######## block 1 ########
Block 1, routed metal, one colour a layer:
(6 px per um) Two of the layers only.
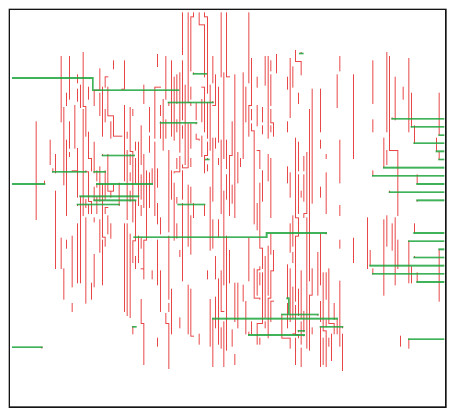

### config.mk
export PLATFORM = sky130hd
export DESIGN_NAME = time_scan_ctrl
export DESIGN_NICKNAME = d
export VERILOG_FILES = /design/src/rtl/clock_pkg.sv /design/src/rtl/time_counter.sv /design/src/rtl/time_scan_ctrl.sv
export SDC_FILE = /design/constraint.sdc
export NUM_CORES = 1
export LEC_CHECK = 0
export ABC_AREA = 0
export CAP_MARGIN = 20
export CORE_ASPECT_RATIO = 0.9
export CORE_MARGIN = 4
export CORE_UTILIZATION = 53
export CTS_CLUSTER_DIAMETER = 200
export DETAILED_ROUTE_END_ITERATION = 10
export PLACE_DENSITY = 0.79
export SETUP_SLACK_MARGIN = 0.2
export SYNTH_ARGS = -nofsm -noshare
export SYNTH_HDL_FRONTEND = slang
export SYNTH_SLANG_ARGS = --single-unit
export TNS_END_PERCENT = 50
### constraint.sdc
create_clock -name clk -period 1.95 [get_ports clk]
set_input_delay 0.39 -clock clk [delete_from_list [all_inputs] [get_ports clk]]
set_output_delay 0.39 -clock clk [all_outputs]
set_load 0.01 [all_outputs]
### src/rtl/clock_pkg.sv
// ============================================================================
//  Module      : clock_pkg
//  Description : Shared limits, field encoding and 12-hour helper for the
//                time-of-day scan controller.
//  Revision    : 1.0  initial release
// ============================================================================
`default_nettype none

package clock_pkg;

    localparam int SEC_MAX    = 59;
    localparam int MIN_MAX    = 59;
    localparam int HOUR_MAX   = 23;
    localparam int NUM_DIGITS = 6;

    typedef enum logic [1:0] {
        FLD_HOUR = 2'd0,
        FLD_MIN  = 2'd1,
        FLD_SEC  = 2'd2
    } field_e;

    // Returns {pm, display hour}; midnight shows as 12 AM, noon as 12 PM.
    function automatic logic [6:0] hour12(input logic [4:0] hour);
        logic       pm;
        logic [5:0] disp;
        pm = (hour >= 5'd12);
        if (hour == 5'd0)
            disp = 6'd12;
        else if (hour > 5'd12)
            disp = {1'b0, hour - 5'd12};
        else
            disp = {1'b0, hour};
        return {pm, disp};
    endfunction

endpackage

`default_nettype wire

### src/rtl/time_counter.sv
// ============================================================================
//  Module      : time_counter
//  Description : Hours/minutes/seconds registers with 1 Hz tick and set-mode
//                increment handling.
//  Revision    : 1.0  initial release
// ============================================================================
`default_nettype none

module time_counter
    import clock_pkg::*;
(
    input  logic       clk,
    input  logic       rst_n,
    input  logic       tick,
    input  logic       inc_min,
    input  logic       inc_hour,
    output logic [4:0] hour,
    output logic [5:0] min,
    output logic [5:0] sec
);

    localparam logic [5:0] C_SEC_LAST  = 6'(SEC_MAX);
    localparam logic [5:0] C_MIN_LAST  = 6'(MIN_MAX);
    localparam logic [4:0] C_HOUR_LAST = 5'(HOUR_MAX);

    logic [4:0] r_hour;
    logic [5:0] r_min;
    logic [5:0] r_sec;

    // Any set-mode pulse swallows a coincident tick so the user edit wins.
    always_ff @(posedge clk or negedge rst_n) begin
        if (!rst_n) begin
            r_hour <= 5'd0;
            r_min  <= 6'd0;
            r_sec  <= 6'd0;
        end else if (inc_min || inc_hour) begin
            if (inc_min) begin
                r_min <= (r_min == C_MIN_LAST) ? 6'd0 : r_min + 6'd1;
                r_sec <= 6'd0;
            end
            if (inc_hour)
                r_hour <= (r_hour == C_HOUR_LAST) ? 5'd0 : r_hour + 5'd1;
        end else if (tick) begin
            if (r_sec == C_SEC_LAST) begin
                r_sec <= 6'd0;
                if (r_min == C_MIN_LAST) begin
                    r_min  <= 6'd0;
                    r_hour <= (r_hour == C_HOUR_LAST) ? 5'd0 : r_hour + 5'd1;
                end else begin
                    r_min <= r_min + 6'd1;
                end
            end else begin
                r_sec <= r_sec + 6'd1;
            end
        end
    end

    assign hour = r_hour;
    assign min  = r_min;
    assign sec  = r_sec;

endmodule

`default_nettype wire

### src/rtl/time_scan_ctrl.sv
// ============================================================================
//  Module      : time_scan_ctrl
//  Description : Time-of-day counters plus 6-digit multiplexed scan sharing a
//                single external tens/units splitter. Optional macro H12_EN
//                presents the hour field in 12-hour form with a PM flag.
//  Revision    : 1.0  initial release
// ============================================================================
`default_nettype none

module time_scan_ctrl
    import clock_pkg::*;
#(
    parameter int SCAN_DIV = 1000
) (
    input  logic       clk,
    input  logic       rst_n,
    input  logic       tick,
    input  logic       inc_min,
    input  logic       inc_hour,
    output logic [5:0] split_total,
    input  logic [3:0] split_left,
    input  logic [3:0] split_right,
    output logic [3:0] digit_val,
    output logic [5:0] digit_sel,
    output logic       pm
);

    localparam int         PW          = (SCAN_DIV > 1) ? $clog2(SCAN_DIV) : 1;
    localparam logic [PW-1:0] C_PRESC_LAST = PW'(SCAN_DIV - 1);
    localparam logic [2:0] C_IDX_LAST  = 3'(NUM_DIGITS - 1);

    logic [4:0]    w_hour;
    logic [5:0]    w_min;
    logic [5:0]    w_sec;
    logic [5:0]    w_hour_disp;
    logic          w_pm;
    field_e        w_field;

    logic [PW-1:0] r_presc;
    logic [2:0]    r_idx;
    logic [3:0]    r_digit_val;
    logic [5:0]    r_digit_sel;
    logic          r_pm;

    time_counter u_time_counter (
        .clk      (clk),
        .rst_n    (rst_n),
        .tick     (tick),
        .inc_min  (inc_min),
        .inc_hour (inc_hour),
        .hour     (w_hour),
        .min      (w_min),
        .sec      (w_sec)
    );

`ifdef H12_EN
    logic [6:0] w_h12;
    assign w_h12       = hour12(w_hour);
    assign w_hour_disp = w_h12[5:0];
    assign w_pm        = w_h12[6];
`else
    assign w_hour_disp = {1'b0, w_hour};
    assign w_pm        = 1'b0;
`endif

    // Two digit slots per field, so the field is simply the slot index halved.
    assign w_field = field_e'(r_idx[2:1]);

    always_comb begin
        split_total = 6'd0;
        case (w_field)
            FLD_HOUR: split_total = w_hour_disp;
            FLD_MIN:  split_total = w_min;
            FLD_SEC:  split_total = w_sec;
            default:  split_total = 6'd0;
        endcase
    end

    always_ff @(posedge clk or negedge rst_n) begin
        if (!rst_n) begin
            r_presc <= '0;
            r_idx   <= 3'd0;
        end else if (r_presc == C_PRESC_LAST) begin
            r_presc <= '0;
            r_idx   <= (r_idx == C_IDX_LAST) ? 3'd0 : r_idx + 3'd1;
        end else begin
            r_presc <= r_presc + PW'(1);
        end
    end

    always_ff @(posedge clk or negedge rst_n) begin
        if (!rst_n) begin
            r_digit_val <= 4'd0;
            r_digit_sel <= 6'd0;
            r_pm        <= 1'b0;
        end else begin
            r_digit_val <= r_idx[0] ? split_right : split_left;
            r_digit_sel <= 6'b000001 << r_idx;
            r_pm        <= w_pm;
        end
    end

    assign digit_val = r_digit_val;
    assign digit_sel = r_digit_sel;
    assign pm        = r_pm;

endmodule

`default_nettype wire

######## block 2 ########
**config.mk**
```make
export PLATFORM = sky130hd
export DESIGN_NAME = mem_arbiter
export DESIGN_NICKNAME = d
export VERILOG_FILES = /design/src/rtl/mem_arb_pkg.sv /design/src/rtl/rr_arb2.sv /design/src/rtl/mem_arbiter.sv
export SDC_FILE = /design/constraint.sdc
export NUM_CORES = 1
export LEC_CHECK = 0
export ABC_AREA = 1
export CORE_ASPECT_RATIO = 1.4
export CORE_MARGIN = 3
export CORE_UTILIZATION = 45
export DETAILED_ROUTE_END_ITERATION = 8
export MAX_ROUTING_LAYER = met4
export PLACE_DENSITY = 0.85
export SYNTH_ARGS = -nofsm -noshare
export SYNTH_HDL_FRONTEND = slang
export SYNTH_SLANG_ARGS = --single-unit
```
**constraint.sdc**
```tcl
create_clock -name clk -period 2.5 [get_ports clk]
set_input_delay 0.5 -clock clk [delete_from_list [all_inputs] [get_ports clk]]
set_output_delay 0.5 -clock clk [all_outputs]
set_load 0.03 [all_outputs]
```
**src/rtl/mem_arb_pkg.sv**
```systemverilog
`default_nettype none
// ----------------------------------------------------------------------------
// mem_arb_pkg : shared widths, port ids and stage-1 command record
// Rev 1.0
// ----------------------------------------------------------------------------
package mem_arb_pkg;

  localparam int ADDR_W = 8;
  localparam int DATA_W = 16;

  localparam logic PORT_A = 1'b0;
  localparam logic PORT_B = 1'b1;

  typedef struct packed {
    logic              valid;
    logic              port;
    logic              we;
    logic [ADDR_W-1:0] addr;
    logic [DATA_W-1:0] wdata;
  } s1_cmd_t;

endpackage
`default_nettype wire

```
**src/rtl/rr_arb2.sv**
```systemverilog
`default_nettype none
// ----------------------------------------------------------------------------
// rr_arb2 : two-way round-robin arbiter, owns the priority pointer
// Rev 1.0
// ----------------------------------------------------------------------------
module rr_arb2 (
  input  logic       clk,
  input  logic       rst_n,
  input  logic [1:0] i_req,
  output logic [1:0] o_gnt
);

  logic r_prio;

  always_comb begin
    o_gnt = i_req;
    if (i_req == 2'b11) begin
      o_gnt = r_prio ? 2'b10 : 2'b01;
    end
  end

  // The pointer always moves away from whichever port just won.
  always_ff @(posedge clk or negedge rst_n) begin
    if (!rst_n) begin
      r_prio <= 1'b0;
    end else if (o_gnt[0]) begin
      r_prio <= 1'b1;
    end else if (o_gnt[1]) begin
      r_prio <= 1'b0;
    end
  end

endmodule
`default_nettype wire

```
**src/rtl/mem_arbiter.sv**
```systemverilog
`default_nettype none
// ----------------------------------------------------------------------------
// mem_arbiter : round-robin sequencer for a single-port 256x16 memory
// Rev 1.0
// ----------------------------------------------------------------------------
module mem_arbiter #(
  parameter int ADDR_W = mem_arb_pkg::ADDR_W,
  parameter int DATA_W = mem_arb_pkg::DATA_W
) (
  input  logic              clk,
  input  logic              rst_n,
  input  logic              a_req,
  input  logic              a_we,
  input  logic [ADDR_W-1:0] a_addr,
  input  logic [DATA_W-1:0] a_wdata,
  output logic              a_gnt,
  output logic              a_rvalid,
  output logic [DATA_W-1:0] a_rdata,
  input  logic              b_req,
  input  logic              b_we,
  input  logic [ADDR_W-1:0] b_addr,
  input  logic [DATA_W-1:0] b_wdata,
  output logic              b_gnt,
  output logic              b_rvalid,
  output logic [DATA_W-1:0] b_rdata,
  output logic [ADDR_W-1:0] mem_addr,
  output logic [DATA_W-1:0] mem_data,
  output logic              mem_wen,
  input  logic [DATA_W-1:0] mem_qout
);
  import mem_arb_pkg::*;

  logic [1:0] w_gnt;
  s1_cmd_t    r_s1;
  logic       r_a_rvalid;
  logic       r_b_rvalid;
  logic [DATA_W-1:0] r_a_rdata;
  logic [DATA_W-1:0] r_b_rdata;
  logic       w_s1_read;

  rr_arb2 u_arb (
    .clk   (clk),
    .rst_n (rst_n),
    .i_req ({b_req, a_req}),
    .o_gnt (w_gnt)
  );

  assign a_gnt = w_gnt[0];
  assign b_gnt = w_gnt[1];

  // Address/data fields hold when idle so the memory bus stays quiet.
  always_ff @(posedge clk or negedge rst_n) begin
    if (!rst_n) begin
      r_s1 <= '0;
    end else if (w_gnt[1]) begin
      r_s1 <= '{valid: 1'b1, port: PORT_B, we: b_we, addr: b_addr, wdata: b_wdata};
    end else if (w_gnt[0]) begin
      r_s1 <= '{valid: 1'b1, port: PORT_A, we: a_we, addr: a_addr, wdata: a_wdata};
    end else begin
      r_s1.valid <= 1'b0;
    end
  end

  assign mem_addr  = r_s1.addr;
  assign mem_data  = r_s1.wdata;
  assign mem_wen   = r_s1.valid & r_s1.we;
  assign w_s1_read = r_s1.valid & ~r_s1.we;

  always_ff @(posedge clk or negedge rst_n) begin
    if (!rst_n) begin
      r_a_rvalid <= 1'b0;
      r_b_rvalid <= 1'b0;
      r_a_rdata  <= '0;
      r_b_rdata  <= '0;
    end else begin
      r_a_rvalid <= w_s1_read & (r_s1.port == PORT_A);
      r_b_rvalid <= w_s1_read & (r_s1.port == PORT_B);
      if (w_s1_read && r_s1.port == PORT_A) begin
        r_a_rdata <= mem_qout;
      end
      if (w_s1_read && r_s1.port == PORT_B) begin
        r_b_rdata <= mem_qout;
      end
    end
  end

  assign a_rvalid = r_a_rvalid;
  assign b_rvalid = r_b_rvalid;
  assign a_rdata  = r_a_rdata;
  assign b_rdata  = r_b_rdata;

endmodule
`default_nettype wire

```
Block 2, ports around the boundary:
(4 px per um) Pins as bars across the die edge, other pins in grey.
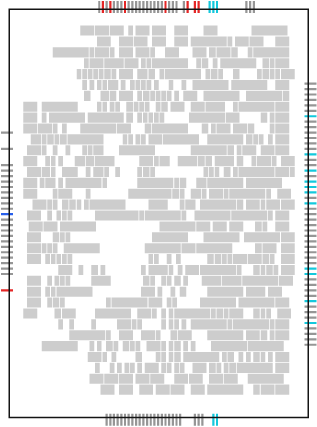
- `mem_qout`: cyan (pins 16; direction input; edge 11 east, 3 north, 2 south)
- `a_we`: blue (pins 1; direction input; edge west)
- `mem_addr`: red (pins 8; direction output; edge 7 north, 1 west)
Die Y: 102 um
IO buf count: 130
chip width: 74.4 um

==> impl_metrics.toml, block 2 <==
# generated from flow reports
[placement]
place_congestion = 0.869
post-place-ws_ps = 439

[critical_path]
rr_startpoint = "u_arb.r_prio$_DFFE_PN0P_"
rrSetupSlack_ps = 1240
required_ps = 2000
startpoint_type = "primary input"

[outcome]
status = "finished clean"

[clock_network]
cts_resized = 0
cts_root_buf = "clkbuf_8"
cts_setup_buffers = 0
htreeDepth = 3
cts_buffers = 9

[final_timing]
fin_skew_ps = 5.37
max_freq_mhz = 483
tns_ps = 0
holdWs_ps = 164
setup_slack_ps = 428
maxSlewHeadroom = 0.588
finalSetupViolations = 0
worst_pin_slew_ps = 617
slew_viol_final = 0

[layout]
combGateArea_um2 = 937
final_cell_area_um2 = 4340
final_layout_top_logic_cell = "nand2_1"
postLayoutCoreUtil = 0.690
diodes = 0
fin_cells = 563

[logic_synthesis]
synthSimpleGateAreaFrac = 0.264
synth_nets = 448
syn_area_per_cell_um2 = 7.79
ys_area_um2 = 2940
netlist_instances = 378
synthesis.area_um2 = 2940
ys_warn_count = 0
ys_cells = 378

[pwr]
swShare = 0.338
combinationalPower_mw = 1.25
p_seq_frac = 0.371
p_leak_nw = 2.25
ir_worst_vdd_mv = 0.352
internal_power_mw = 2.34
power_frac_clock = 0.276
power_mw = 3.52
p_sw_mw = 1.19
p_seq_mw = 1.31

[grt]
gr-usage-met2 = 0.366
busiest_layer = "met2"
grt_use_met1 = 0.249
grt_pass1_vias = 2703
grt_pass1_wl_mm = 12.3
grt_max_degree = 34

[hold_path]
hold_class = "primary input to async pin"

[floorplan]
io-pin-count = 131

[route]
vias = 2655
highest_layer = "met4"
wl_met3_um = 473
dr_wl_met2_mm = 3.87
routed_wirelength_mm = 7.56
[block 2: flip-flops by register name (all words and copies together) (netlist names)]
signal / count
mem_data: 16
a_rvalid: 1
u_arb.r_prio: 1
a_rdata: 16
b_rdata: 16
mem_addr: 8
b_rvalid: 1
r_s1: 3
[block 2: worst max-delay path, stage by stage]
cell	delay [ps]
clkdlybuf4s50_1	530
nand2_2	200
nand2_2	110
inv_1	60
buf_4	170
[block 2: how the worst max path moves through the flow]
stage | from | end | slack [ps] | cells after the start
after floorplan | b_req | b_gnt | 860 | 3
after global placement | b_req | a_gnt | 480 | 5
after detailed placement | b_req | a_gnt | 440 | 5
after CTS | b_req | a_gnt | 430 | 5
after global routing | r_s1[24]$_DFFE_PN0P_ | mem_wen | 360 | 3
final | b_req | a_gnt | 430 | 5
[block 2: layout make-up]
type                       count  area share
clock buffer                  11      0.0349
clock inverter                 4      0.0161
inverter                      49      0.0424
multi-input combinational    226       0.216
sequential                    62       0.357
tap                           72      0.0207
timing repair buffer         139       0.313
[block 2: cell usage after synthesis (all sizes together)]
cell	n	area [um2]
buf	39	264
clkbuf	2	7.51
dfrtp	62	1550
inv	49	184
nand2	164	623
nand3	27	135
nor2	3	18.8
o21ai	32	160
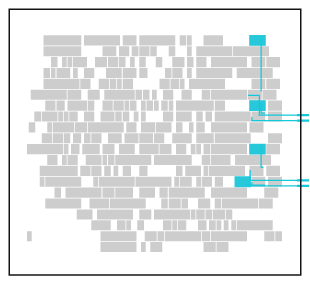
Block 1: port wiring
(4 px per um)
- `split_right`: cyan (bits 4; direction input; end cells 4; buffers 4; wire 84.2 um)
IO buf count: 28
Ports: 30

## Picture notes: 'routed metal, one colour a layer' of block 1
- met2: red (wire length 2010 um)
- met3: green (wire length 292 um)
total track usage: 0.191
Vias: 1612

==> impl_metrics.toml, block 1 <==
# generated from flow reports
[critical_path]
rrSetupSlack_ps = 270
cp-end-kind = "output port"
crit_chain = "buf_6 -> mux2i_1 -> o21ai_1 -> buf_2"
worstRegToRegCells = 5
rr_startpoint = "u_time_counter.min[0]$_DFFE_PN0P_"
timing.rr.end = "u_time_counter.hour[4]$_DFFE_PN0P_"
arrival_ps = 1340

[placement]
place_congestion = 0.965
dp_hpwl_mm = 3.07

[final_timing]
max_freq_mhz = 579
finalClockPeriodUsage = 0.885

[route]
viasPerCell = 5.66
highest_layer = "met4"
drt_iter0_markers = 171
wl_met3_um = 292
first_pass_iters = 4

[logic_synthesis]
edf_count = 0
synth_nets = 210
ys_ff = 40
syn_area_per_cell_um2 = 10.3
netlist_instances = 192
synthesis.area_um2 = 1990
ys_area_um2 = 1990
ys_cells = 192
synth.logic.top_family = "simple AND/OR/NAND/NOR gates"

[layout]
area_growth_pct = 27.6
postLayoutCoreUtil = 0.728
diodes = 0

[run]
maxCapViolCount = 0

[outcome]
status = "finished clean"

[floorplan]
core_um2 = 3480
dieArea_um2 = 4790
die_h_um = 66.1

[clock_network]
cts_setup_buffers = 1
cts.reportedPaths.clkPinSlew_ps = 80
clk_latency_ps = 300

[grt]
grt_pass1_vias = 1563
grt-ovfl-total = 0
## block 1: state kept, by name (all words and copies together) (netlist names)
register             cells
u_time_counter.sec       6
u_time_counter.hour      5
r_idx                    3
r_presc                 10
digit_val                4
u_time_counter.min       6
digit_sel                6
## block 1: cell type report
class,instances,area (um2)
flip-flops and latches,40,1010
repair buffers,48,403
fillers,251,945
inverters,2,7.51
multi-input cells,143,967
clock inverters,1,7.51
clock buffers,7,86.3
well taps,44,55.1
## block 1: critical path: cells and delay by family, from the launching register on
family / cells / cell delay, ps
mux: 1 / 120
flops: 1 / 450
compound gates: 1 / 170
buf+inv: 2 / 300
## block 1: per-stage QoR
| stage | setup WS, ps | hold WS (ps) | std cells | power, mW |
|---|---|---|---|---|
| floorplan | 355 | 94.4 | 192 | 1.33 |
| global placement | 73.5 | 443 | 268 | 1.56 |
| detailed placement | 14.8 | 461 | 268 | 1.59 |
| CTS | 110 | 149 | 277 | 2.11 |
| global route | 147 | 175 | 285 | 2.25 |
| finish | 223 | 134 | 285 | 2.13 |
## block 1: power breakdown
part / switching, mW / internal [mW]
Sequential: 0.146 / 0.940
Combinational: 0.226 / 0.251
Clock: 0.278 / 0.287
Total: 0.650 / 1.48


==> gallery <==
Cell sizes after repair.
image #1
(4 px per um)
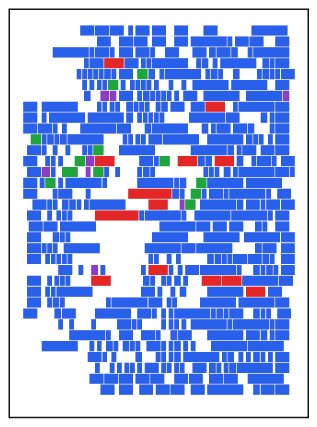
image #2
(6 px per um)
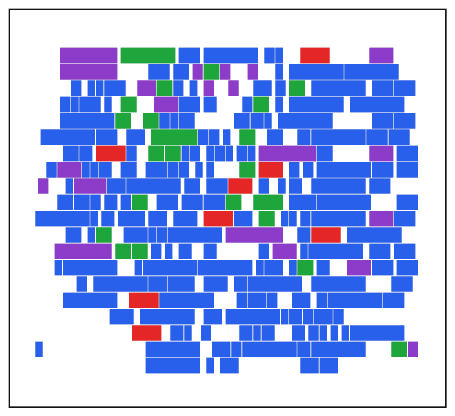
image #2: block 1
image #1: block 2
Of these, largest die: image #1
Of these, most cells: image #1

Key to image #2:
- drive 6 and up: red (cells 8; share 3.3%; most used clkbuf_8)
- drive 1 or less: blue (cells 190; share 79%; most used dfrtp_1)
- drive 2: purple (cells 21; share 8.7%; most used buf_2)
- drive 3 to 4: green (cells 22; share 9.1%; most used buf_4)

Power and IR drop assume default switching activity.
